# design 1

### config.mk
export PLATFORM = sky130hd
export DESIGN_NAME = capture_buffer_sequencer_flat
export DESIGN_NICKNAME = d
export VERILOG_FILES = /design/src/rtl/capture_buffer_sequencer_if.sv /design/src/rtl/capture_buffer_sequencer.sv /design/src/flat_wrapper.sv
export SDC_FILE = /design/constraint.sdc
export NUM_CORES = 1
export LEC_CHECK = 0
export CAP_MARGIN = 0
export CORE_MARGIN = 2
export CORE_UTILIZATION = 51
export DETAILED_ROUTE_END_ITERATION = 8
export PLACE_DENSITY = 0.88
export SYNTH_ARGS = -nofsm -noshare
export SYNTH_HDL_FRONTEND = slang
export SYNTH_SLANG_ARGS = --single-unit
### constraint.sdc
create_clock -name clk -period 2.8 [get_ports clk]
set_input_delay 0.56 -clock clk [delete_from_list [all_inputs] [get_ports clk]]
set_output_delay 0.56 -clock clk [all_outputs]
set_load 0.005 [all_outputs]
### src/rtl/capture_buffer_sequencer_if.sv
`default_nettype none
// ============================================================================
// capture_buffer_sequencer_if
// Control/status bundle between the capture controller and the sequencer.
// Revision: 1.0
// ============================================================================
interface capture_buffer_sequencer_if #(
  parameter int ADDR_W = 10
);
  logic              start;
  logic              abort;
  logic              sample_valid;
  logic              trig_hit;
  logic [ADDR_W-1:0] pre_depth;
  logic [ADDR_W-1:0] post_depth;
  logic              rd_start;
  logic              rd_next;
  logic              mem_we;
  logic [ADDR_W-1:0] mem_waddr;
  logic [ADDR_W-1:0] mem_raddr;
  logic [ADDR_W-1:0] trig_addr;
  logic              saw_trigger;
  logic              capture_complete;
  logic              rd_done;
  logic              idle;
  logic              armed;
  logic              busy;
  logic              data_ready;

  modport master (
    output start, abort, sample_valid, trig_hit, pre_depth, post_depth, rd_start, rd_next,
    input  mem_we, mem_waddr, mem_raddr, trig_addr, saw_trigger, capture_complete,
           rd_done, idle, armed, busy, data_ready
  );

  modport slave (
    input  start, abort, sample_valid, trig_hit, pre_depth, post_depth, rd_start, rd_next,
    output mem_we, mem_waddr, mem_raddr, trig_addr, saw_trigger, capture_complete,
           rd_done, idle, armed, busy, data_ready
  );
endinterface
`default_nettype wire

### src/rtl/capture_buffer_sequencer.sv
`default_nettype none
// ============================================================================
// capture_buffer_sequencer
// Write/read pointer sequencing for the circular capture sample RAM.
// Revision: 1.0
// ============================================================================
module capture_buffer_sequencer #(
  parameter int ADDR_W = 10
) (
  input  wire logic                        clk,
  input  wire logic                        reset,
  capture_buffer_sequencer_if.slave        bus
);
  typedef enum logic [2:0] {
    S_IDLE  = 3'd0,
    S_FILL  = 3'd1,
    S_ARMED = 3'd2,
    S_POST  = 3'd3,
    S_DONE  = 3'd4,
    S_READ  = 3'd5
  } state_t;

  state_t            r_state, w_state_nxt;
  logic [ADDR_W-1:0] r_waddr, w_waddr_nxt;
  logic [ADDR_W-1:0] r_raddr, w_raddr_nxt;
  logic [ADDR_W-1:0] r_trig_addr, w_trig_addr_nxt;
  logic [ADDR_W-1:0] r_pre, w_pre_nxt;
  logic [ADDR_W-1:0] r_post, w_post_nxt;
  logic [ADDR_W-1:0] r_pre_cnt, w_pre_cnt_nxt;
  logic [ADDR_W-1:0] r_post_cnt, w_post_cnt_nxt;
  logic [ADDR_W:0]   r_rd_cnt, w_rd_cnt_nxt;
  logic              r_saw, w_saw_nxt;
  logic              r_cmp, w_cmp_nxt;
  logic              r_rdd, w_rdd_nxt;

  logic [ADDR_W-1:0] w_pre_cnt_inc;
  logic [ADDR_W-1:0] w_post_cnt_inc;
  logic [ADDR_W:0]   w_rd_cnt_inc;
  logic [ADDR_W:0]   w_rd_total;
  logic [ADDR_W-1:0] w_rd_first;

  assign w_pre_cnt_inc  = r_pre_cnt + ADDR_W'(1);
  assign w_post_cnt_inc = r_post_cnt + ADDR_W'(1);
  assign w_rd_cnt_inc   = r_rd_cnt + (ADDR_W+1)'(1);
  assign w_rd_total     = {1'b0, r_pre} + {1'b0, r_post};
  assign w_rd_first     = r_trig_addr - r_pre;

  always_comb begin
    w_state_nxt     = r_state;
    w_waddr_nxt     = r_waddr;
    w_raddr_nxt     = r_raddr;
    w_trig_addr_nxt = r_trig_addr;
    w_pre_nxt       = r_pre;
    w_post_nxt      = r_post;
    w_pre_cnt_nxt   = r_pre_cnt;
    w_post_cnt_nxt  = r_post_cnt;
    w_rd_cnt_nxt    = r_rd_cnt;
    w_saw_nxt       = 1'b0;
    w_cmp_nxt       = 1'b0;
    w_rdd_nxt       = 1'b0;

    if (bus.abort) begin
      w_state_nxt = S_IDLE;
    end else if ((r_state == S_IDLE || r_state == S_DONE) && bus.start) begin
      // Post depth of zero still stores the trigger sample itself.
      w_pre_nxt      = bus.pre_depth;
      w_post_nxt     = (bus.post_depth == '0) ? ADDR_W'(1) : bus.post_depth;
      w_waddr_nxt    = '0;
      w_pre_cnt_nxt  = '0;
      w_post_cnt_nxt = '0;
      w_state_nxt    = (bus.pre_depth == '0) ? S_ARMED : S_FILL;
    end else begin
      case (r_state)
        S_FILL: begin
          if (bus.sample_valid) begin
            w_waddr_nxt   = r_waddr + ADDR_W'(1);
            w_pre_cnt_nxt = w_pre_cnt_inc;
            if (w_pre_cnt_inc == r_pre) w_state_nxt = S_ARMED;
          end
        end
        S_ARMED: begin
          if (bus.sample_valid) begin
            w_waddr_nxt = r_waddr + ADDR_W'(1);
            if (bus.trig_hit) begin
              w_trig_addr_nxt = r_waddr;
              w_saw_nxt       = 1'b1;
              w_post_cnt_nxt  = ADDR_W'(1);
              if (r_post == ADDR_W'(1)) begin
                w_cmp_nxt   = 1'b1;
                w_state_nxt = S_DONE;
              end else begin
                w_state_nxt = S_POST;
              end
            end
          end
        end
        S_POST: begin
          if (bus.sample_valid) begin
            w_waddr_nxt    = r_waddr + ADDR_W'(1);
            w_post_cnt_nxt = w_post_cnt_inc;
            if (w_post_cnt_inc == r_post) begin
              w_cmp_nxt   = 1'b1;
              w_state_nxt = S_DONE;
            end
          end
        end
        S_DONE: begin
          if (bus.rd_start) begin
            w_raddr_nxt  = w_rd_first;
            w_rd_cnt_nxt = '0;
            w_state_nxt  = S_READ;
          end
        end
        S_READ: begin
          if (bus.rd_start) begin
            w_raddr_nxt  = w_rd_first;
            w_rd_cnt_nxt = '0;
          end else if (bus.rd_next) begin
            // Last sample leaves the read address on the final location.
            if (w_rd_cnt_inc == w_rd_total) begin
              w_rdd_nxt   = 1'b1;
              w_state_nxt = S_DONE;
            end else begin
              w_raddr_nxt  = r_raddr + ADDR_W'(1);
              w_rd_cnt_nxt = w_rd_cnt_inc;
            end
          end
        end
        default: w_state_nxt = r_state;
      endcase
    end
  end

  always_ff @(posedge clk) begin
    if (reset) begin
      r_state     <= S_IDLE;
      r_waddr     <= '0;
      r_raddr     <= '0;
      r_trig_addr <= '0;
      r_pre       <= '0;
      r_post      <= '0;
      r_pre_cnt   <= '0;
      r_post_cnt  <= '0;
      r_rd_cnt    <= '0;
      r_saw       <= 1'b0;
      r_cmp       <= 1'b0;
      r_rdd       <= 1'b0;
    end else begin
      r_state     <= w_state_nxt;
      r_waddr     <= w_waddr_nxt;
      r_raddr     <= w_raddr_nxt;
      r_trig_addr <= w_trig_addr_nxt;
      r_pre       <= w_pre_nxt;
      r_post      <= w_post_nxt;
      r_pre_cnt   <= w_pre_cnt_nxt;
      r_post_cnt  <= w_post_cnt_nxt;
      r_rd_cnt    <= w_rd_cnt_nxt;
      r_saw       <= w_saw_nxt;
      r_cmp       <= w_cmp_nxt;
      r_rdd       <= w_rdd_nxt;
    end
  end

  assign bus.busy             = (r_state == S_FILL) || (r_state == S_ARMED) || (r_state == S_POST);
  assign bus.mem_we           = bus.sample_valid && bus.busy;
  assign bus.mem_waddr        = r_waddr;
  assign bus.mem_raddr        = r_raddr;
  assign bus.trig_addr        = r_trig_addr;
  assign bus.saw_trigger      = r_saw;
  assign bus.capture_complete = r_cmp;
  assign bus.rd_done          = r_rdd;
  assign bus.idle             = (r_state == S_IDLE);
  assign bus.armed            = (r_state == S_ARMED);
  assign bus.data_ready       = (r_state == S_DONE) || (r_state == S_READ);
endmodule
`default_nettype wire

### src/flat_wrapper.sv
// flat-port wrapper written by rule: the top's interface ports become plain ports
module capture_buffer_sequencer_flat 
#(
  parameter int ADDR_W = 10
)
  (clk, reset, bus_start, bus_abort, bus_sample_valid, bus_trig_hit, bus_pre_depth, bus_post_depth, bus_rd_start, bus_rd_next, bus_mem_we, bus_mem_waddr, bus_mem_raddr, bus_trig_addr, bus_saw_trigger, bus_capture_complete, bus_rd_done, bus_idle, bus_armed, bus_busy, bus_data_ready);
  capture_buffer_sequencer_if #(.ADDR_W(ADDR_W)) bus_i ();
  input  wire logic clk;
  input  wire logic reset;
  input wire logic [$bits(bus_i.start)-1:0] bus_start;
  input wire logic [$bits(bus_i.abort)-1:0] bus_abort;
  input wire logic [$bits(bus_i.sample_valid)-1:0] bus_sample_valid;
  input wire logic [$bits(bus_i.trig_hit)-1:0] bus_trig_hit;
  input wire logic [$bits(bus_i.pre_depth)-1:0] bus_pre_depth;
  input wire logic [$bits(bus_i.post_depth)-1:0] bus_post_depth;
  input wire logic [$bits(bus_i.rd_start)-1:0] bus_rd_start;
  input wire logic [$bits(bus_i.rd_next)-1:0] bus_rd_next;
  output wire logic [$bits(bus_i.mem_we)-1:0] bus_mem_we;
  output wire logic [$bits(bus_i.mem_waddr)-1:0] bus_mem_waddr;
  output wire logic [$bits(bus_i.mem_raddr)-1:0] bus_mem_raddr;
  output wire logic [$bits(bus_i.trig_addr)-1:0] bus_trig_addr;
  output wire logic [$bits(bus_i.saw_trigger)-1:0] bus_saw_trigger;
  output wire logic [$bits(bus_i.capture_complete)-1:0] bus_capture_complete;
  output wire logic [$bits(bus_i.rd_done)-1:0] bus_rd_done;
  output wire logic [$bits(bus_i.idle)-1:0] bus_idle;
  output wire logic [$bits(bus_i.armed)-1:0] bus_armed;
  output wire logic [$bits(bus_i.busy)-1:0] bus_busy;
  output wire logic [$bits(bus_i.data_ready)-1:0] bus_data_ready;
  assign bus_i.start = bus_start;
  assign bus_i.abort = bus_abort;
  assign bus_i.sample_valid = bus_sample_valid;
  assign bus_i.trig_hit = bus_trig_hit;
  assign bus_i.pre_depth = bus_pre_depth;
  assign bus_i.post_depth = bus_post_depth;
  assign bus_i.rd_start = bus_rd_start;
  assign bus_i.rd_next = bus_rd_next;
  assign bus_mem_we = bus_i.mem_we;
  assign bus_mem_waddr = bus_i.mem_waddr;
  assign bus_mem_raddr = bus_i.mem_raddr;
  assign bus_trig_addr = bus_i.trig_addr;
  assign bus_saw_trigger = bus_i.saw_trigger;
  assign bus_capture_complete = bus_i.capture_complete;
  assign bus_rd_done = bus_i.rd_done;
  assign bus_idle = bus_i.idle;
  assign bus_armed = bus_i.armed;
  assign bus_busy = bus_i.busy;
  assign bus_data_ready = bus_i.data_ready;
  capture_buffer_sequencer #(.ADDR_W(ADDR_W)) u_core (.clk(clk), .reset(reset), .bus(bus_i));
endmodule
==> run summary <==
Numbers from the implementation run.

The clock slew seen by the registers of the worst setup and hold paths is 100 ps. The final total power is 2.77 mW. The number of global-route vias before repair is 5768. The die is 108 um tall.

Across all register-to-register paths, the minimum setup slack is -290 ps. On the final layout, the worst clock skew is 17.4 ps. The initial antenna violation count is 0. The number of DRC markers in iteration 0 is 659. The first global-routing pass estimated 28000 um of wire. The final RePlAce weighted congestion is 0.975. The floorplan step defined a die boundary enclosing 11800 um2. The warning tally printed by Yosys for this design is 0. The number of nets with antenna violations after routing is 0. The number of failing setup endpoints in the final timing report is 24. The global routing report lists combined usage of all routing layers as 0.302. The critical path maximum fanout is 6. The max-cap check violation count is 0. u_core.r_rd_cnt holds more flip-flops than any other register. The checks that failed: setup timing. The number of sequential cells in the layout is 87. The number of distinct library cell variants in the gate-level netlist after synthesis is 60. The final global-route overflow total is 0. The report puts the hold buffer count at CTS at 0. The netlist area before placement is 5560 um2.

Per the layout report, the design carries 9 clock buffers. The average wire per cell in the routed design is 17.6 um. The clock buffer and inverter area fraction after layout is 0.0281. Per the post-place timing report, worst setup slack is -280 ps.

Setup slack on the critical path of the routed design comes to -290 ps. Of the cells placed in the final design, the portion with a size suffix greater than 1 is 0.160. The register with the most flip-flops in the layout has 11 of them.

The longest incremental delay of any stage on the critical path is reported as 510 ps. The top logic cell by instance count in the layout is sky130_fd_sc_hd__nor2_1. The fraction of post-synthesis cell area in the top cell type by area is 0.313. The post-detailed-routing wire length is 17600 um. The highest ir drop seen on vdd is 0.248 mV. The class occupying the most area after layout is reported as multi-input combinational cells. The storage element area is 1750 um2. Detailed routing placed a total of 8200 um of wire on met2. The wire length on met1 is 7400 um. The flip-flop and latch share of the layout cell area is 0.241. The multi-input gate share of total cell area is 0.516. The horizontal die dimension is 108 um. 66 I/O pins were placed.

No sink is reached through more buffers than the 2 on the longest clock path. The routed length on met3 is 1430 um. Looking at the cell usage after synthesis, the top flip-flop cell is sky130_fd_sc_hd__dfxtp_1.

The synthesis-stage register bit count is 87. The fraction of registers with async set/reset is 0. The critical path data required time is 3060 ps. For this configuration, the core starts out at a cell density of 0.517. The most common cell in the synthesized netlist is sky130_fd_sc_hd__nor2_1. The worst min-delay path startpoint is u_core.bus.mem_raddr[8]. The top routing layer in use is met4. Synthesis produced a netlist with a net count of 783.

Counting the buffers created by CTS gives 9. The number of buffers inserted to repair setup after CTS is 3. Per the final timing report, the hold violations number 0. Per the layout report, the design carries 25 non-clock inverters.

The via count of the routed design is 6039. The flow ran to the end, but the final reports show violations. The number of buffers inserted by port buffering is 65.
## cells by family (layout without fill, tap and decap cells)
group	count (synthesis)	after routing	synth area share
xor+xnor	68	68	0.107
simple gates	297	297	0.261
compound gates	183	183	0.199
mux	11	11	0.0198
fa+ha+maj	26	26	0.0612
flops	87	87	0.313
buf+inv	57	188	0.0392
## worst min-delay path: cells and delay by family (launching register included)
kind,cells,cell delay [ps]
flip-flops,1,350
AND/OR/NAND/NOR,1,60
AND-OR/OR-AND,1,60
## stage by stage
stage	hold slack, ps	area, um2	cells
after CTS	515	7200	999
after global routing	543	7260	1000
after global placement	486	6900	979
after floorplan	466	5620	729
final	512	7260	1000
after detailed placement	501	6900	979
## how the worst max path moves through the flow
stage / from / to / slack [ps]
floorplan: u_core.r_pre[0] / u_core.r_state[0] / -60
global placement: u_core.r_post[0] / u_core.r_state[2] / -170
detailed placement: u_core.r_post[1] / u_core.r_state[1] / -280
CTS: u_core.r_pre[0] / u_core.r_state[1] / -220
global route: u_core.r_post[4] / u_core.r_state[1] / -400
finish: u_core.r_post[0] / u_core.r_rd_cnt[6] / -290
## report_power, final
part           switching (mW)  internal, mW
Combinational           0.288         0.250
Sequential             0.0226          1.26
Clock                   0.526         0.425
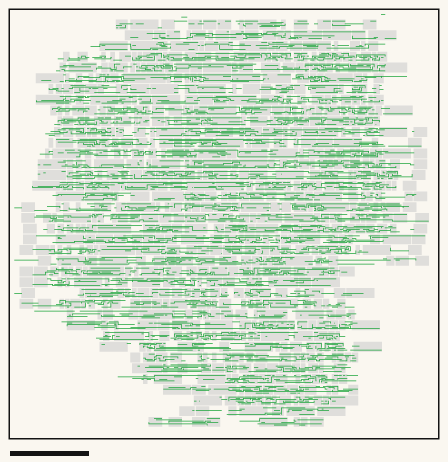
Fig. 1. The metal 1 layer (design 1).
The bar under the picture is 20 um long.
longest straight run	40.0 um
main direction	horizontal
share of all routed wire	42%
wire length on this layer	7400 um
nets with wire on the layer	849


# design 2

### src/rtl/instr_pkg.sv
// Shared instruction-set definitions: field widths, opcodes, format helpers
// and the program-loader state encoding.
package instr_pkg;

  localparam int OP_W    = 4;
  localparam int REG_W   = 4;
  localparam int IMM_W   = 8;
  localparam int INSTR_W = 16;

  localparam logic [OP_W-1:0] OP_ADD  = 4'h0;
  localparam logic [OP_W-1:0] OP_SUB  = 4'h1;
  localparam logic [OP_W-1:0] OP_AND  = 4'h2;
  localparam logic [OP_W-1:0] OP_OR   = 4'h3;
  localparam logic [OP_W-1:0] OP_ADDI = 4'h4;
  localparam logic [OP_W-1:0] OP_LW   = 4'h5;
  localparam logic [OP_W-1:0] OP_SW   = 4'h6;
  localparam logic [OP_W-1:0] OP_BEQ  = 4'h7;
  localparam logic [OP_W-1:0] OP_XOR  = 4'h8;
  localparam logic [OP_W-1:0] OP_SLT  = 4'h9;
  localparam logic [OP_W-1:0] OP_LUI  = 4'hA;
  localparam logic [OP_W-1:0] OP_ANDI = 4'hB;
  localparam logic [OP_W-1:0] OP_JR   = 4'hC;
  localparam logic [OP_W-1:0] OP_J    = 4'hD;

  // One bit per opcode value; 4'hE and 4'hF have no encoding.
  localparam logic [15:0] ILLEGAL_OP = 16'hC000;

  typedef enum logic [1:0] {IDLE, LOAD, DRAIN, DONE} loader_state_t;

  function automatic logic is_itype(input logic [OP_W-1:0] op);
    logic r;
    case (op)
      OP_ADDI, OP_LW, OP_SW, OP_BEQ, OP_LUI, OP_ANDI, OP_J: r = 1'b1;
      default:                                              r = 1'b0;
    endcase
    return r;
  endfunction

  function automatic logic is_illegal(input logic [OP_W-1:0] op);
    return ILLEGAL_OP[op];
  endfunction

endpackage

### src/rtl/instr_fifo2.sv
// Two-entry synchronous FIFO; a simultaneous push and pop leave the level unchanged.
module instr_fifo2
  import instr_pkg::*;
#(
  parameter int W = INSTR_W
) (
  input  logic         clk,
  input  logic         reset,
  input  logic         push_i,
  input  logic         pop_i,
  input  logic [W-1:0] wdata_i,
  output logic [W-1:0] rdata_o,
  output logic         full_o,
  output logic         empty_o,
  output logic [1:0]   level_o
);

  logic [W-1:0] mem_q [2];
  logic         wr_ptr_q, wr_ptr_d;
  logic         rd_ptr_q, rd_ptr_d;
  logic [1:0]   level_q, level_d;
  logic         do_push, do_pop;

  assign do_push = push_i && !full_o;
  assign do_pop  = pop_i && !empty_o;

  always_comb begin
    wr_ptr_d = wr_ptr_q ^ do_push;
    rd_ptr_d = rd_ptr_q ^ do_pop;
    level_d  = level_q + {1'b0, do_push} - {1'b0, do_pop};
  end

  // Storage is cleared on reset so the read port shows zero while empty.
  always_ff @(posedge clk) begin
    if (reset) begin
      mem_q[0] <= '0;
      mem_q[1] <= '0;
      wr_ptr_q <= 1'b0;
      rd_ptr_q <= 1'b0;
      level_q  <= 2'd0;
    end else begin
      if (do_push) begin
        mem_q[wr_ptr_q] <= wdata_i;
      end
      wr_ptr_q <= wr_ptr_d;
      rd_ptr_q <= rd_ptr_d;
      level_q  <= level_d;
    end
  end

  assign rdata_o = mem_q[rd_ptr_q];
  assign full_o  = (level_q == 2'd2);
  assign empty_o = (level_q == 2'd0);
  assign level_o = level_q;

endmodule

### src/rtl/instr_encoder_loader.sv
// Encodes instruction fields into 16-bit words and streams them into imem
// at an auto-incrementing address during a start/finish load session.
module instr_encoder_loader
  import instr_pkg::*;
#(
  parameter int ADDR_W    = 6,
  parameter int BASE_ADDR = 0
) (
  input  logic               clk,
  input  logic               reset,
  input  logic               start,
  input  logic               finish,
  input  logic               in_valid,
  output logic               in_ready,
  input  logic [OP_W-1:0]    in_op,
  input  logic [REG_W-1:0]   in_rd,
  input  logic [REG_W-1:0]   in_rs,
  input  logic [REG_W-1:0]   in_rt,
  input  logic [IMM_W-1:0]   in_imm,
  output logic               imem_we,
  output logic [ADDR_W-1:0]  imem_addr,
  output logic [INSTR_W-1:0] imem_wdata,
  output logic [ADDR_W:0]    count,
  output logic               busy,
  output logic               done,
  output logic               err
);

  localparam int                DEPTH   = 1 << ADDR_W;
  localparam logic [ADDR_W:0]   DEPTH_C = (ADDR_W+1)'(DEPTH);
  localparam logic [ADDR_W:0]   ONE_C   = (ADDR_W+1)'(1);
  localparam logic [ADDR_W-1:0] BASE_C  = ADDR_W'(BASE_ADDR);

  loader_state_t      state_q, state_d;
  logic [ADDR_W-1:0]  addr_q, addr_d;
  logic [ADDR_W:0]    count_q, count_d;
  logic               err_q, err_d;

  logic [INSTR_W-1:0] enc_word;
  logic [INSTR_W-1:0] buf_rdata;
  logic               buf_full, buf_empty;
  logic [1:0]         buf_level;
  logic               active, illegal, transfer, push, write;

  assign enc_word = is_itype(in_op) ? {in_op, in_rd, in_imm}
                                    : {in_op, in_rd, in_rs, in_rt};
  assign illegal  = is_illegal(in_op);
  assign active   = (state_q == LOAD) || (state_q == DRAIN);

  // Buffered words count against capacity so a session never overruns imem.
  assign in_ready = (state_q == LOAD) && !buf_full &&
                    ((count_q + (ADDR_W+1)'(buf_level)) < DEPTH_C);
  assign transfer = in_valid && in_ready;
  assign push     = transfer && !illegal;
  assign write    = active && !buf_empty;

  instr_fifo2 #(.W(INSTR_W)) u_fifo (
    .clk     (clk),
    .reset   (reset),
    .push_i  (push),
    .pop_i   (write),
    .wdata_i (enc_word),
    .rdata_o (buf_rdata),
    .full_o  (buf_full),
    .empty_o (buf_empty),
    .level_o (buf_level)
  );

  always_comb begin
    state_d = state_q;
    addr_d  = addr_q;
    count_d = count_q;
    err_d   = err_q;
    case (state_q)
      IDLE, DONE: begin
        if (start) begin
          state_d = LOAD;
          addr_d  = BASE_C;
          count_d = '0;
          err_d   = 1'b0;
        end
      end
      LOAD: begin
        if (write && ((count_q + ONE_C) == DEPTH_C)) begin
          state_d = DONE;
        end else if (finish) begin
          state_d = DRAIN;
        end
      end
      DRAIN: begin
        if (buf_empty) begin
          state_d = DONE;
        end
      end
      default: state_d = IDLE;
    endcase
    if (write) begin
      addr_d  = addr_q + ADDR_W'(1);
      count_d = count_q + ONE_C;
    end
    if (transfer && illegal) begin
      err_d = 1'b1;
    end
  end

  always_ff @(posedge clk) begin
    if (reset) begin
      state_q <= IDLE;
      addr_q  <= BASE_C;
      count_q <= '0;
      err_q   <= 1'b0;
    end else begin
      state_q <= state_d;
      addr_q  <= addr_d;
      count_q <= count_d;
      err_q   <= err_d;
    end
  end

  assign imem_we    = write;
  assign imem_addr  = addr_q;
  assign imem_wdata = buf_rdata;
  assign count      = count_q;
  assign busy       = active;
  assign done       = (state_q == DONE);
  assign err        = err_q;

endmodule

### config.mk
export PLATFORM = sky130hd
export DESIGN_NAME = instr_encoder_loader
export DESIGN_NICKNAME = d
export VERILOG_FILES = /design/src/rtl/instr_pkg.sv /design/src/rtl/instr_fifo2.sv /design/src/rtl/instr_encoder_loader.sv
export SDC_FILE = /design/constraint.sdc
export NUM_CORES = 1
export LEC_CHECK = 0
export CAP_MARGIN = 10
export CORE_MARGIN = 2
export CORE_UTILIZATION = 45
export DETAILED_ROUTE_END_ITERATION = 8
export PLACE_DENSITY = 0.81
export SLEW_MARGIN = 20
export SYNTH_ARGS = -nofsm -noshare
export SYNTH_HDL_FRONTEND = slang
export SYNTH_SLANG_ARGS = --single-unit
### constraint.sdc
create_clock -name clk -period 2.2 [get_ports clk]
set_input_delay 0.44 -clock clk [delete_from_list [all_inputs] [get_ports clk]]
set_output_delay 0.44 -clock clk [all_outputs]
set_load 0.005 [all_outputs]
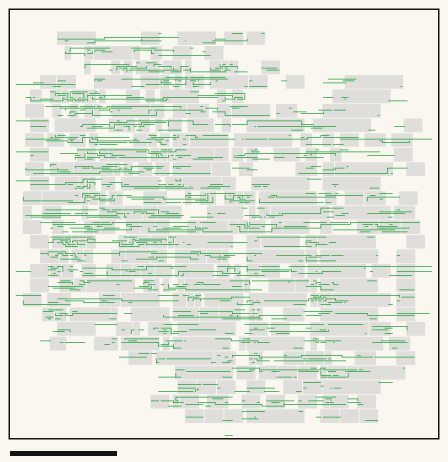
Fig. 2. The metal 1 layer (design 2).
The bar under the picture is 20 um long.
wire length on this layer	2670 um
nets with wire on the layer	338

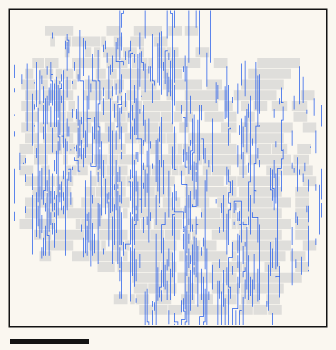
Fig. 3. The metal 2 layer (design 2).
The bar under the picture is 20 um long.
nets with wire on the layer	329
main direction	vertical
share of all routed wire	52%
wire length on this layer	3200 um

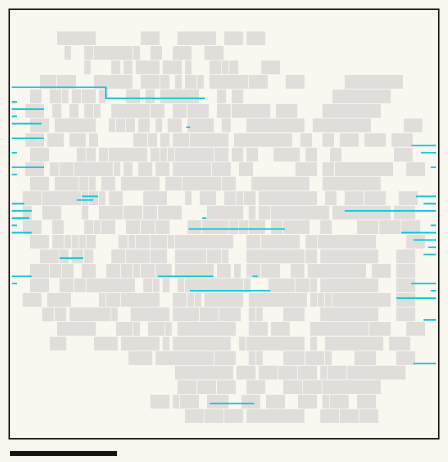
Fig. 4. Metal 3 (design 2).
The bar under the picture is 20 um long.
share of all routed wire	3.3%
main direction	horizontal
detailed-route wire length: 6140 um
global-route met3 utilization: 0.0303
Vias: 2137

==> run summary <==
Numbers from the implementation run.

Power attributed to sequential cells is 1.22 mW. The detail route stage leaves a number of antenna-violating nets equal to 0. The register bank with the most flops is u_fifo.mem_q. The number of buffers created by CTS is 5. The max-slew check reports its worst relative slack as 0.665. The cell type with the largest total area after synthesis is sky130_fd_sc_hd__edfxtp_1. At the floorplan stage, the core utilization is reported as 0.470.

The end-of-flow core utilization is 0.663. Data arrives at the worst endpoint at 1680 ps. The origin of the critical flop-to-flop path is count[1]. The post-synthesis sequential area ratio is 0.523.

The post-layout period usage of the worst path is 0.965. The count of plain and timing-repair buffers in the layout is 91. Entering global routing, the biggest net connects 22 pins. Along the critical path, the tally of buffer and inverter instances is 2. The clock sink count is 52.

The first global-routing pass estimated 9910 um of wire. The multi-input combinational cells in the finished layout cover a total of 1200 um2. The critical path data required time is 1760 ps.

The most used flip-flop cell after synthesis is sky130_fd_sc_hd__edfxtp_1. In the final layout, flip-flops and latches occupy 1360 um2. The die outline height is 80.1 um. Setup repair after global routing left no endpoint under its margin. The library cell used as clock root buffer is sky130_fd_sc_hd__clkbuf_8. The floorplan report gives the top-level pin count as 63. At the end of the flow, the number of nets in the layout was 370. The number of nets produced by synthesis is 281. The flow ran to the end, and the final reports show no timing, DRC or antenna violations.

Sorting the synthesized cells by area gives the leading types as sky130_fd_sc_hd__edfxtp_1 (37%), sky130_fd_sc_hd__dfxtp_1 (15%), sky130_fd_sc_hd__mux2_2 (7.3%). The final RePlAce weighted congestion is 0.790. For met2 alone, demand over resource in global routing was 0.368. For this run, asynchronously set or reset flops after synthesis account for 0. The critical path start-end classification is register to output port.
==> layout by cell type (no fill, tap or decap), drive strengths merged, types with 2 or more instances in the layout <==
cell	count
xnor2	6
dfxtp	20
clkdlybuf4s50	61
nand4	3
o21ai	6
inv	10
nand3	8
a31oi	3
clkinvlp	2
nand2b	4
nor3	8
nor2	33
edfxtp	32
mux2	17
mux2i	8
nand2	13
a21oi	14
buf	29
and3	9
ha	9
o21a	2
a311oi	2
clkbuf	7
nor4	2
a21o	3
and2	8
==> synthesized netlist by cell type, drive strengths merged (3+ instances only) <==
cell	count
dfxtp	20
nor3	8
and3	9
edfxtp	32
a21o	3
nand4	3
o21ai	6
nand3	8
xnor2	6
and2	8
mux2	17
nand2b	4
nor2	33
ha	9
mux2i	8
clkbuf	7
a31oi	3
a21oi	14
nand2	13
inv	10
==> what timing repair did <==
action / in CTS / in global routing
endpoints found under the hold margin: 0 / 0
resized: 5 / 5
buffers inserted: 2 / 3
pin swaps: 1 / 4
setup endpoints to repair: 2 / 57
hold buffers: 0 / 0
==> per-layer routing <==
metal,up-vias,routed length [um]
met3,6,203
li1,1061,-
met1,1020,2670
met5,-,0
met2,50,3200
met4,0,65

# design 3

Fig. 5: design 3, the metal 1 layer
The bar under the picture is 100 um long.
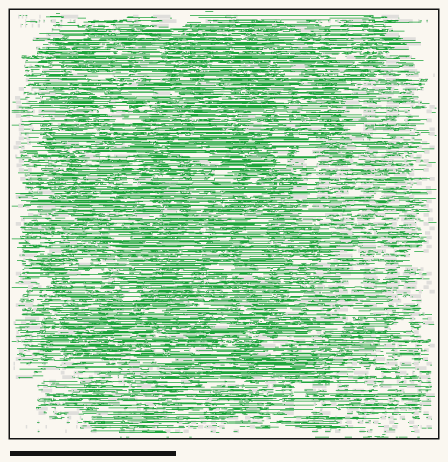
Fig. 6: design 3, routing congestion
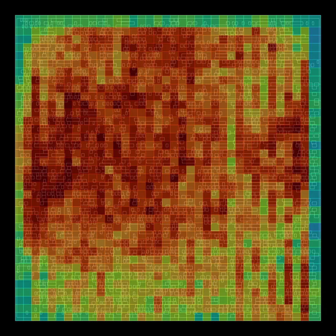
$ cat config.mk
export PLATFORM = sky130hd
export DESIGN_NAME = fetch_queue
export DESIGN_NICKNAME = d
export VERILOG_FILES = /design/src/rtl/fetch_queue.sv
export SDC_FILE = /design/constraint.sdc
export NUM_CORES = 1
export LEC_CHECK = 0
export CAP_MARGIN = 20
export CELL_PAD_IN_SITES_DETAIL_PLACEMENT = 1
export CELL_PAD_IN_SITES_GLOBAL_PLACEMENT = 2
export CORE_UTILIZATION = 35
export CTS_BUF_LIST = sky130_fd_sc_hd__clkbuf_4 sky130_fd_sc_hd__clkbuf_8 sky130_fd_sc_hd__clkbuf_16
export DETAILED_ROUTE_END_ITERATION = 10
export PLACE_DENSITY_LB_ADDON = 0.1
export SLEW_MARGIN = 30
export SYNTH_ARGS = -nofsm -noshare
export SYNTH_HDL_FRONTEND = slang
export SYNTH_SLANG_ARGS = --single-unit
$ cat constraint.sdc
create_clock -name clk -period 16.5 [get_ports clk]
set_clock_uncertainty 0.05 [all_clocks]
set_input_delay 1.65 -clock clk [delete_from_list [all_inputs] [get_ports clk]]
set_output_delay 1.65 -clock clk [all_outputs]
set_load 0.05 [all_outputs]
$ cat src/rtl/fetch_queue.sv
// Instruction prefetch byte queue: 16-byte ring fed by 8-byte I-cache chunks, 5-byte head window to IF/ID.
// Optional starvation counter is built only when FETCHQ_STARVE_CNT_EN is defined.
module fetch_queue #(
  parameter logic [31:0] RESET_PC = 32'h0000_0000
) (
  input  logic        clk,
  input  logic        rst,
  input  logic        redirect,
  input  logic [31:0] redirect_pc,
  output logic [31:0] fetch_addr,
  output logic        fetch_ready,
  input  logic        fetch_valid,
  input  logic [63:0] fetch_data,
  input  logic [2:0]  len_in,
  input  logic        stall,
  output logic [39:0] instr_out,
  output logic [31:0] pc_out,
  output logic [2:0]  instr_length_out,
  output logic        valid_out,
  output logic        bad_len_out,
  output logic [31:0] starve_cnt
);
  localparam int DEPTH = 16;
  localparam int CHUNK = 8;
  localparam int WIN   = 5;

  logic [DEPTH-1:0][7:0] ring;
  logic [3:0]  head;
  logic [4:0]  count;
  logic [2:0]  drop;
  logic [31:0] fa, pc;

  logic        len_ok, accept, deq;
  logic [4:0]  len5, add5, cnt_nxt;
  logic [3:0]  wr_base;

  assign len5        = {2'b00, len_in};
  assign len_ok      = (len_in >= 3'd1) && (len_in <= 3'd5);
  assign valid_out   = len_ok && (count >= len5);
  assign bad_len_out = !len_ok && (count != 5'd0);
  assign instr_length_out = valid_out ? len_in : 3'd0;
  assign fetch_ready = (count <= 5'd8);
  assign accept      = fetch_valid && fetch_ready && !redirect;
  assign deq         = valid_out && !stall;
  assign add5        = accept ? (5'd8 - {2'b00, drop}) : 5'd0;
  assign cnt_nxt     = count + add5 - (deq ? len5 : 5'd0);
  // count <= 8 whenever a chunk is accepted, so its low nibble is the exact tail offset
  assign wr_base     = head + count[3:0] - {1'b0, drop};

  assign fetch_addr = fa;
  assign pc_out     = pc;

  for (genvar b = 0; b < WIN; b++) begin : g_win
    logic [3:0] idx;
    assign idx = head + 4'(b);
    assign instr_out[8*b +: 8] = (count > 5'(b)) ? ring[idx] : 8'h00;
  end

  always_ff @(posedge clk) begin
    if (rst && accept) begin
      for (int i = 0; i < CHUNK; i++)
        if (3'(i) >= drop) ring[wr_base + 4'(i)] <= fetch_data[8*i +: 8];
    end
  end

  always_ff @(posedge clk) begin
    if (!rst) begin
      head  <= 4'd0;
      count <= 5'd0;
      drop  <= RESET_PC[2:0];
      fa    <= {RESET_PC[31:3], 3'b000};
      pc    <= RESET_PC;
    end else if (redirect) begin
      head  <= 4'd0;
      count <= 5'd0;
      drop  <= redirect_pc[2:0];
      fa    <= {redirect_pc[31:3], 3'b000};
      pc    <= redirect_pc;
    end else begin
      count <= cnt_nxt;
      if (deq) begin
        head <= head + {1'b0, len_in};
        pc   <= pc + {29'd0, len_in};
      end
      if (accept) begin
        drop <= 3'd0;
        fa   <= fa + 32'd8;
      end
    end
  end

`ifdef FETCHQ_STARVE_CNT_EN
  logic [31:0] starve_q;
  always_ff @(posedge clk) begin
    if (!rst)
      starve_q <= 32'd0;
    else if (!stall && !valid_out && (starve_q != 32'hFFFF_FFFF))
      starve_q <= starve_q + 32'd1;
  end
  assign starve_cnt = starve_q;
`else
  assign starve_cnt = 32'h0;
`endif
endmodule
==> run summary <==
Numbers from the implementation run.

The run finished with clean final reports. The leakage dissipation is 9.41 nW. The maximum cell stage delay along the critical path is 770 ps. The clock sink count is 201. The first-pass GRT wire length is 214000 um. The number of buffers inserted by hold repair at cts is 0.

Setup repair after global routing left no endpoint under its margin. The type of destination of the critical path is an output port. Per the placement report, the placed cell count is 3528. The total number of warnings across the stage logs is 34. The tree is rooted in a sky130_fd_sc_hd__clkbuf_16. The most frequent cell after synthesis is sky130_fd_sc_hd__clkbuf_1. The total of warnings raised by yosys is 0. The effective utilization at floorplan is 0.356. The count of standard-cell rows is 93. The run reported a max-capacitance violation count of 0. The library cell used most frequently in the layout, excluding fill and tap cells, is sky130_fd_sc_hd__clkdlybuf4s50_1. The average via count per standard cell is 7.66. The yosys-reported design area after synthesis is 23000 um2. The AND-OR/OR-AND share of the synthesized area is 0.287. The TritonCTS clock tree is yes. Setup slack closes at 9750 ps. The minimum hold slack is 531 ps. The initial antenna violation count is 18. For the pin with the worst max-slew slack, the measured transition is 1220 ps. The highest ir drop seen on vdd is 0.193 mV. The horizontal die dimension is 258 um.

The worst slew margin relative to its limit is 0.187. The combined buffer and inverter count along the critical path is 3. The critical path data required time is 14800 ps.

The area of the core region is 64700 um2. The die is 258 um tall. Summed over all layers, the global routing overflow is 0. The chip area is 66700 um2.

Counting flops and latches in the post-synthesis netlist gives 201. The fraction of registers with async set/reset is 0. Endpoints with negative setup slack in the final report add up to 0. The number of distinct library cell variants in the gate-level netlist after synthesis is 84. STA classifies the critical path startpoint as a register. After synthesis, the design contains 2608 cells according to Yosys. The master of the slowest instance on the critical path is sky130_fd_sc_hd__dfxtp_4. The longest clock path from root to sink contains 3 buffers. For reference, the top cells by count after synthesis are sky130_fd_sc_hd__clkbuf_1 (199), sky130_fd_sc_hd__mux4_2 (152), sky130_fd_sc_hd__nand2_1 (149).

246 I/O pins were placed. The post-route cell area is 27100 um2. For reference, the final report shows the max-slew violation count at 0. The number of cells upsized or downsized after cts is 0.

On the critical path the data arrives at 5050 ps. The final setup TNS is 0 ps. The main combinational cell family by area after synthesis is AND-OR/OR-AND gates. The number of buffers created by CTS is 29. Per the post-route antenna check, the number of violating nets is 0. The largest net degree at the start of global routing is 93.

The path class of the lowest-slack min-delay path is register to register. Per the final timing report, the hold violations number 0. The register bank with the most flops is ring.
Notes on Fig. 5 above:
main direction	horizontal
nets with wire on the layer	2664
Vias: 27500
detailed-route wire length: 157000 um
fraction of met1 tracks used by global routing: 0.594

Notes on Fig. 6 above:
global router's overall resource usage: 0.456
average wire per standard cell: 43.6 um
global routing's busiest layer: met2
met2 Track Usage GR: 0.617
share of the core filled with cells: 0.419

==> layout make-up <==
cell class	count	area [um2]
Antenna cell	11	27.5
Clock buffer	40	857
Clock inverter	14	136
Fill cell	7431	37600
Inverter	58	220
Multi-Input combinational cell	2095	16700
Sequential cell	201	5310
Tap cell	855	1070
Timing Repair Buffer	319	2810
==> power breakdown <==
group / internal [mW] / total [mW] / switching (mW)
Sequential: 0.842 / 1.11 / 0.269
Clock: 0.395 / 0.688 / 0.293
Combinational: 1.67 / 5.09 / 3.42
Total: 2.91 / 6.89 / 3.98
==> path summary, 6_finish.rpt <==
kind,startpoint,to,slack (ps),cells past startpoint
worst min-delay path,pc_out[31],pc_out[31],530,2
worst min register to register,pc_out[31],pc_out[31],530,2
worst max-delay path,head[0],instr_out[0],9750,6
worst max register to register,drop[1],ring[33],10280,12
==> routing by layer <==
| layer | global-route usage | vias up | wire, um |
|---|---|---|---|
| met3 | 0.182 | 647 | 24100 |
| met2 | 0.617 | 2501 | 61400 |
| met1 | 0.594 | 13700 | 58900 |
| met5 | 0.0157 | - | 226 |
| li1 | - | 10600 | - |
| met4 | 0.298 | 8 | 12000 |

# design 4

Fig. 7: design 4, the metal 1 layer
The bar under the picture is 50 um long.
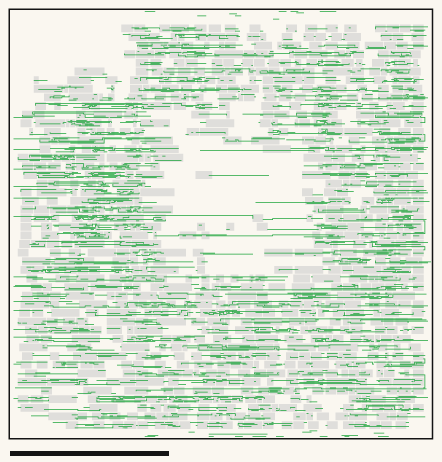
Fig. 8: design 4, the metal 2 layer
The bar under the picture is 50 um long.
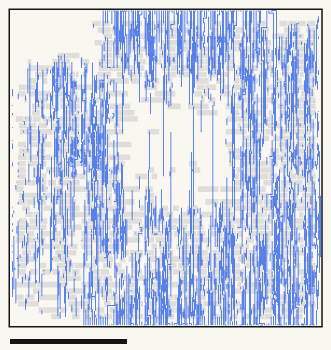
### src/rtl/l1_ahb_mtx_dec_param.sv
// L1 bus-matrix input-stage decoder: address-region port select, data-phase response
// mux, two-cycle ERROR default slave and a saturating error log with address capture.
module l1_ahb_mtx_dec_param #(
    parameter int                  NPORT      = 3,
    parameter logic [NPORT*22-1:0] ADDR_BASE  = {22'h100000, 22'h080000, 22'h000000},
    parameter logic [NPORT*22-1:0] ADDR_LIMIT = {22'h10003f, 22'h08003f, 22'h00003f},
    parameter bit                  REMAP_EN   = 1'b0,
    parameter int                  REMAP_PORT = 1
) (
    input  logic                  HCLK,
    input  logic                  HRESETn,
    input  logic                  HREADYS,
    input  logic                  sel_dec,
    input  logic [21:0]           decode_addr_dec,
    input  logic [1:0]            trans_dec,
    input  logic                  remap,
    input  logic                  err_clr,
    input  logic [NPORT-1:0]      active_in,
    input  logic [NPORT-1:0]      readyout_in,
    input  logic [2*NPORT-1:0]    resp_in,
    input  logic [32*NPORT-1:0]   rdata_in,
    input  logic [32*NPORT-1:0]   ruser_in,
    output logic [NPORT-1:0]      sel_out,
    output logic                  active_dec,
    output logic                  HREADYOUTS,
    output logic [1:0]            HRESPS,
    output logic [31:0]           HRDATAS,
    output logic [31:0]           HRUSERS,
    output logic [15:0]           err_count,
    output logic [21:0]           err_addr
);

    localparam logic [3:0] DEF_PORT = 4'(NPORT);

    typedef enum logic [1:0] {DS_IDLE, DS_ERR1, DS_ERR2} ds_state_t;

    ds_state_t          state_reg, state_next;
    logic [3:0]         data_port_reg;
    logic [3:0]         hit_port;
    logic [3:0]         addr_port;
    logic [NPORT-1:0]   hit;
    logic               def_sel;
    logic               err_accept;
    logic               err_entry;
    logic [15:0]        err_count_reg;
    logic [21:0]        err_addr_reg;

    // A region whose base exceeds its limit can never hit, so it is disabled for free.
    for (genvar gi = 0; gi < NPORT; gi++) begin : g_hit
        assign hit[gi] = (decode_addr_dec >= ADDR_BASE[22*gi +: 22]) &&
                         (decode_addr_dec <= ADDR_LIMIT[22*gi +: 22]);
        assign sel_out[gi] = sel_dec && (addr_port == 4'(gi));
    end

    always_comb begin
        hit_port = DEF_PORT;
        for (int i = NPORT - 1; i >= 0; i--) begin
            if (hit[i]) hit_port = 4'(i);
        end
        if (REMAP_EN && remap && hit[0]) hit_port = 4'(REMAP_PORT);
        addr_port = hit_port;
        // IDLE cycles stay parked on the port owning the data phase.
        if (trans_dec == 2'b00 && data_port_reg < DEF_PORT) addr_port = data_port_reg;
    end

    always_comb begin
        active_dec = 1'b1;
        for (int i = 0; i < NPORT; i++) begin
            if (addr_port == 4'(i)) active_dec = active_in[i];
        end
    end

    assign def_sel    = sel_dec && (addr_port == DEF_PORT);
    assign err_accept = def_sel && HREADYS && trans_dec[1];
    assign err_entry  = err_accept && (state_reg != DS_ERR1);

    always_comb begin
        state_next = state_reg;
        case (state_reg)
            DS_IDLE: if (err_accept) state_next = DS_ERR1;
            DS_ERR1: state_next = DS_ERR2;
            DS_ERR2: state_next = err_accept ? DS_ERR1 : DS_IDLE;
            default: state_next = DS_IDLE;
        endcase
    end

    always_ff @(posedge HCLK or negedge HRESETn) begin
        if (!HRESETn) begin
            state_reg     <= DS_IDLE;
            data_port_reg <= DEF_PORT;
        end else begin
            state_reg <= state_next;
            if (HREADYS) data_port_reg <= addr_port;
        end
    end

    always_ff @(posedge HCLK or negedge HRESETn) begin
        if (!HRESETn) begin
            err_count_reg <= 16'h0000;
            err_addr_reg  <= 22'h000000;
        end else begin
            if (err_clr) begin
                err_count_reg <= err_entry ? 16'h0001 : 16'h0000;
            end else if (err_entry && err_count_reg != 16'hFFFF) begin
                err_count_reg <= err_count_reg + 16'h0001;
            end
            if (err_entry) err_addr_reg <= decode_addr_dec;
        end
    end

    assign err_count = err_count_reg;
    assign err_addr  = err_addr_reg;

    always_comb begin
        HREADYOUTS = (state_reg != DS_ERR1);
        HRESPS     = (state_reg == DS_IDLE) ? 2'b00 : 2'b01;
        HRDATAS    = 32'h0;
        HRUSERS    = 32'h0;
        for (int i = 0; i < NPORT; i++) begin
            if (data_port_reg == 4'(i)) begin
                HREADYOUTS = readyout_in[i];
                HRESPS     = resp_in[2*i +: 2];
                HRDATAS    = rdata_in[32*i +: 32];
                HRUSERS    = ruser_in[32*i +: 32];
            end
        end
    end

endmodule

### config.mk
export PLATFORM = sky130hd
export DESIGN_NAME = l1_ahb_mtx_dec_param
export DESIGN_NICKNAME = d
export VERILOG_FILES = /design/src/rtl/l1_ahb_mtx_dec_param.sv
export SDC_FILE = /design/constraint.sdc
export NUM_CORES = 1
export LEC_CHECK = 0
export CAP_MARGIN = 20
export CORE_AREA = 2 2 131 133
export CTS_CLUSTER_DIAMETER = 80
export DETAILED_ROUTE_END_ITERATION = 6
export DIE_AREA = 0 0 133 135
export GPL_TIMING_DRIVEN = 0
export PLACE_DENSITY = 0.63
export RECOVER_POWER = 25
export SETUP_SLACK_MARGIN = 0.1
export SYNTH_ARGS = -nofsm -noshare
export SYNTH_HDL_FRONTEND = slang
export SYNTH_SLANG_ARGS = --single-unit
### constraint.sdc
create_clock -name HCLK -period 2.08 [get_ports HCLK]
set_input_delay 0.312 -clock HCLK [delete_from_list [all_inputs] [get_ports HCLK]]
set_output_delay 0.312 -clock HCLK [all_outputs]
set_load 0.05 [all_outputs]
==> run summary <==
Numbers from the implementation run.

In the finished design, the share of the clock period the worst path needs comes to 1.18. Per the final timing report, the hold violations number 0. The switching component of the power was reported as 1.00 mW.

The switching fraction of total power is 0.313. The flow reports power dissipated in the clock network as 0.944 mW. The OpenROAD report gives the critical path a required time of 1770 ps. The post-CTS hold buffer count recorded in the log is 1. The placement stage leaves a total instance area of 8050 um2. The post-route cell area is 10800 um2. Input and output buffers added on the ports amount to 341. Per the detail_route report, routed wire per instance is 20.0 um. Of the combinational cells, the family taking the most area is simple AND/OR/NAND/NOR gates. The end-of-flow core utilization is 0.656.

The flow ran to the end, but the final reports show violations. The netlist area before placement is 3480 um2. The logs give a warning total of 30. The H-tree generated during clock tree synthesis spans 2 levels. The main area contributors are sky130_fd_sc_hd__dfrtp_1 (30%), sky130_fd_sc_hd__a21oi_1 (12%), sky130_fd_sc_hd__o21ai_0 (9.9%).

The endpoint of the worst hold-timing path is err_addr[17]. The design draws 3.20 mW. Note that the worst hold path type here is input port to register. Once routing completed, OpenROAD measured the worst setup slack at -374 ps.

Looking at the gate-level netlist, the highest instance count belongs to sky130_fd_sc_hd__a21oi_1. The number of DRC markers in iteration 0 is 123. The final global-route overflow total is 0. The biggest slice of the total power is consumed by combinational cells. In the Yosys report the total cell count is 495. The number of flops mapped to enable cells by yosys is 0.

The timing report shows that the slowest cell on the worst path is sky130_fd_sc_hd__dfstp_2. The initial antenna violation count is 6. The last timing report of the flow puts the setup violation total at 105.

The final reports fail on setup timing. The ratio of cells with drive above 1 in the final layout is 0.521.
About Fig. 7:
share of all routed wire	37%
main direction	horizontal
longest straight run	63.5 um
nets with wire on the layer	974
wire length on this layer	8360 um
detailed-route wire length: 22900 um
fraction of met1 tracks used by global routing: 0.256
Vias: 5564

About Fig. 8:
wire length on this layer	12000 um
main direction	vertical
share of all routed wire	52%
met2 Track Usage GR: 0.441

## cell families (layout without fill, tap and decap cells)
logic type | Yosys count | after routing
AND-OR/OR-AND | 168 | 168
XOR/XNOR | 1 | 1
adder cells (fa/ha/maj) | 1 | 1
buffers and inverters | 39 | 466
flip-flops | 44 | 44
multiplexers | 29 | 29
other | 0 | 3
AND/OR/NAND/NOR | 213 | 213
## cell type report
cell class | count | area [um2] | area share
Antenna cell | 3 | 7.51 | 0.000697
Buffer | 35 | 547 | 0.0508
Clock buffer | 6 | 139 | 0.0129
Clock inverter | 2 | 38.8 | 0.00360
Inverter | 2 | 7.51 | 0.000697
Multi-Input combinational cell | 412 | 4080 | 0.379
Sequential cell | 44 | 1120 | 0.104
Tap cell | 220 | 275 | 0.0256
Timing Repair Buffer | 421 | 4550 | 0.423
## worst max path at each step
stage                             from           to  slack [ps]  cells past startpoint
floorplan             data_port_reg[1]   sel_out[0]         -20                      6
global placement    decode_addr_dec[9]   active_dec       -1290                      7
detailed placement    data_port_reg[1]  HRDATAS[22]       -1320                      8
CTS                   data_port_reg[1]   active_dec        -330                      7
global route          data_port_reg[1]   active_dec        -480                      7
finish                data_port_reg[1]   active_dec        -370                      7

# design 5

$ cat config.mk
export PLATFORM = sky130hd
export DESIGN_NAME = pll_fb_div
export DESIGN_NICKNAME = d
export VERILOG_FILES = /design/src/rtl/pll_div_pkg.sv /design/src/rtl/pll_fb_div.sv
export SDC_FILE = /design/constraint.sdc
export NUM_CORES = 1
export LEC_CHECK = 0
export CORE_UTILIZATION = 58
export CTS_CLUSTER_SIZE = 28
export DETAILED_ROUTE_END_ITERATION = 16
export PLACE_DENSITY = 0.84
export SLEW_MARGIN = 5
export SYNTH_ARGS = -nofsm -noshare
export SYNTH_HDL_FRONTEND = slang
export SYNTH_SLANG_ARGS = --single-unit
$ cat constraint.sdc
create_clock -name clk -period 5.1 [get_ports clk]
set_input_delay 1.53 -clock clk [delete_from_list [all_inputs] [get_ports clk]]
set_output_delay 1.53 -clock clk [all_outputs]
set_load 0.01 [all_outputs]
$ cat src/rtl/pll_div_pkg.sv
// Shared types and limits for the PLL feedback divider.
package pll_div_pkg;

    typedef enum logic [1:0] {
        IDLE  = 2'd0,
        RUN   = 2'd1,
        DRAIN = 2'd2
    } div_state_t;

    localparam int MIN_DIV = 2;

endpackage

$ cat src/rtl/pll_fb_div.sv
// Programmable feedback divider clocked by the ring oscillator; divides clk by N
// with ratio changes taken only at period boundaries and a clean stop on en low.
module pll_fb_div
    import pll_div_pkg::*;
#(
    parameter int WIDTH       = 8,
    parameter int DEFAULT_DIV = 4
) (
    input  logic             clk,
    input  logic             rst_n,
    input  logic             en,
    input  logic [WIDTH-1:0] div_ratio,
    input  logic             div_load,
    output logic             div_out,
    output logic             tc,
    output logic             load_ack,
    output logic [WIDTH-1:0] ratio_active,
    output logic             busy,
    output logic             err
);

    div_state_t       state;
    logic [WIDTH-1:0] cnt;
    logic [WIDTH-1:0] pending;
    logic             pending_valid;

    logic             at_end;
    logic             boundary;
    logic             load_ok;
    logic [WIDTH-1:0] high_len;

    // Last count of the period under the ratio that is active right now.
    assign at_end   = (cnt == ratio_active - 1'b1);
    assign boundary = (state == IDLE) || at_end;
    assign load_ok  = div_load && (div_ratio >= WIDTH'(MIN_DIV));
    // ceil(N/2) without widening: odd ratios get the extra cycle in the high phase.
    assign high_len = (ratio_active >> 1) + {{(WIDTH-1){1'b0}}, ratio_active[0]};

    always_ff @(posedge clk or negedge rst_n) begin
        if (!rst_n) begin
            state         <= IDLE;
            cnt           <= '0;
            pending       <= '0;
            pending_valid <= 1'b0;
            ratio_active  <= WIDTH'(DEFAULT_DIV);
            div_out       <= 1'b0;
            tc            <= 1'b0;
            load_ack      <= 1'b0;
            busy          <= 1'b0;
            err           <= 1'b0;
        end else begin
            load_ack <= 1'b0;

            if (boundary && pending_valid) begin
                ratio_active  <= pending;
                pending_valid <= 1'b0;
                load_ack      <= 1'b1;
            end

            // NOTE: the later non-blocking assignment wins, so a load landing on a
            // boundary re-arms pending_valid instead of being consumed by it.
            if (load_ok) begin
                pending       <= div_ratio;
                pending_valid <= 1'b1;
            end
            if (div_load && !load_ok) begin
                err <= 1'b1;
            end

            div_out <= (state != IDLE) && (cnt < high_len);
            tc      <= (state != IDLE) && at_end;

            case (state)
                IDLE: begin
                    cnt <= '0;
                    if (en) begin
                        state <= RUN;
                        busy  <= 1'b1;
                    end
                end
                RUN: begin
                    cnt <= at_end ? '0 : cnt + 1'b1;
                    if (!en) begin
                        if (at_end) begin
                            state <= IDLE;
                            busy  <= 1'b0;
                        end else begin
                            state <= DRAIN;
                        end
                    end
                end
                DRAIN: begin
                    // Finish the current period so no truncated pulse reaches the PFD.
                    cnt <= at_end ? '0 : cnt + 1'b1;
                    if (en) begin
                        state <= RUN;
                    end else if (at_end) begin
                        state <= IDLE;
                        busy  <= 1'b0;
                    end
                end
                default: begin
                    state <= IDLE;
                    cnt   <= '0;
                    busy  <= 1'b0;
                end
            endcase
        end
    end

endmodule

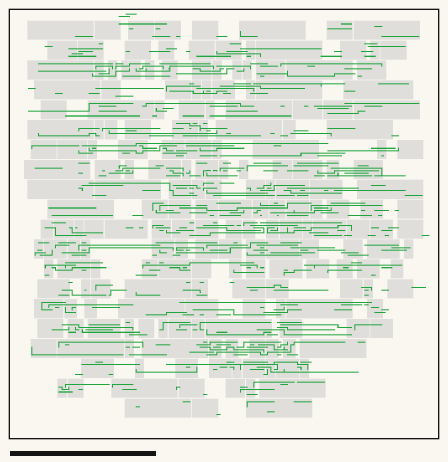
Fig. 9. The metal 1 layer (design 5).
The bar under the picture is 20 um long.
share of all routed wire	46%
wire length on this layer	1660 um
main direction	horizontal

==> run summary <==
Numbers from the implementation run.

The minimum hold slack is 481 ps. Per the TritonCTS log, the buffer count is 5. The total routing usage reported by global routing is 0.244. Before any placement, the netlist area is recorded as 1850 um2. The fraction of post-synthesis cell area in the top cell type by area is 0.419. The post-detailed-routing wire length is 3630 um. The average wire per cell in the routed design is 14.4 um.

The design draws 1.13 mW. The met2 routing resource usage after global routing is 0.389. The switching component of the power is 0.456 mW.

Setup repair after global routing left no endpoint under its margin. The global routing usage on met3 is 0.0462. At floorplan, the net count of the design was reported as 209.

The average via count per standard cell is 5.56. Clock tree synthesis found a total of 32 sinks. The cell total after placement is 243. The largest net degree at the start of global routing is 18. The end-of-flow core utilization is 0.714.

The number of antenna diodes in the final layout is 0. The number of nets with antenna violations after routing is 0. The horizontal die dimension is 58.5 um. The clock latency at the later pin of the worst-skew pair is 340 ps. The number of global-route vias before repair is 1301. The first-pass GRT wire length is 6040 um. Per the post-synthesis stats, the area per cell is 10.2 um2. Of the post-synthesis cell area, the part taken by muxes is 0.0547.

The initial utilization of the core area, before any placement, comes to 0.607. The adder-cell share of the synthesized area is 0.101. The layer with the highest usage is met2.

The group that draws the most power in this run is combinational cells. The post-synthesis cell count is 182. The number of max-slew violations in the final report is 0. In the final report, the number of endpoints failing setup comes to 0. The leakage dissipation is 1.04 nW. The final global-route overflow total is 0.

The final setup TNS is 0 ps. In the final routing, the length of wire on met1 measures 1660 um. Ranked by instance count, the synthesized netlist is headed by sky130_fd_sc_hd__dfrtp_1 (31), sky130_fd_sc_hd__nand2_1 (22), sky130_fd_sc_hd__ha_1 (15). The power report attributes to the clock group a share of 0.126.

The post-synthesis sequential area ratio is 0.433. Per the detail_route log, met2 wirelength is 1780 um. In this build the clock could be raised as far as 311 MHz. The number of buffers inserted by port buffering is 24.

The worst path meets setup with 1880 ps of slack. The total of warnings raised by yosys is 0. The portion of total power attributed to combinational logic is 0.493. On the critical path the largest part of the delay comes from simple AND/OR/NAND/NOR gates. The number of cells upsized or downsized after cts is 0. The count of H-tree levels built during CTS is 2.

Post-CTS timing repair inserted 0 buffers for setup. The flow ran to the end, and the final reports show no timing, DRC or antenna violations. The switching fraction of total power is 0.402. The transition at the pin with the smallest max-transition slack is 735 ps.
-- worst reg2reg max path, delay by kind of cell, from the launching register on --
| family | cells | cell delay [ps] |
|---|---|---|
| flip-flops | 1 | 480 |
| buffers and inverters | 1 | 90 |
| AND/OR/NAND/NOR | 2 | 940 |
| adder cells (fa/ha/maj) | 1 | 180 |
| XOR/XNOR | 1 | 150 |
| AND-OR/OR-AND | 2 | 490 |
| multiplexers | 1 | 310 |
-- area by class of cell --
cell class                 count  area, um2  area share
clock buffer                   5       37.5      0.0172
clock inverter                 3       18.8     0.00862
inverter                       8       30.0      0.0138
multi-input combinational    134        987       0.453
sequential                    32        802       0.368
tap                           44       55.1      0.0253
timing repair buffer          25        248       0.114
-- path summary, 6_finish.rpt --
check / end / cells past startpoint / slack (ps)
min in group asynchronous: load_ack / 1 / 1610
setup reg to reg: ratio_active[4] / 8 / 2370
setup / recovery: pending[0] / 5 / 1880
hold / removal: err / 1 / 480
hold reg to reg: err / 1 / 480
max in group asynchronous: state[1] / 2 / 2780
-- registers in the layout, indices dropped and copies added (netlist names) --
signal	count
tc	1
cnt	8
ratio_active	8
load_ack	1
pending	8
busy	1
err	1
pending_valid	1
div_out	1
state	2


==> layout pictures side by side <==
The metal 2 layer.
shot_01.png
The bar under the picture is 20 um long.
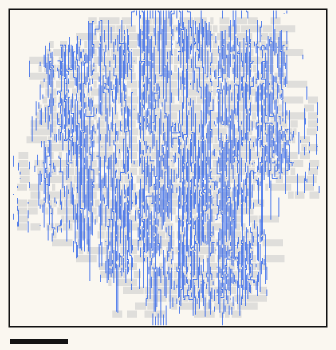
shot_02.png
The bar under the picture is 100 um long.
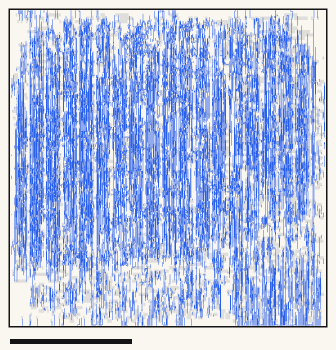
shot_03.png
The bar under the picture is 20 um long.
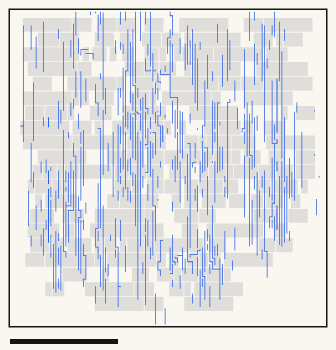
The one with the smallest die is shot_03.png.
The one with the largest die is shot_02.png.
- shot_02.png = design 3
- shot_03.png = design 5
- shot_01.png = design 1

Power and IR drop assume default switching activity.
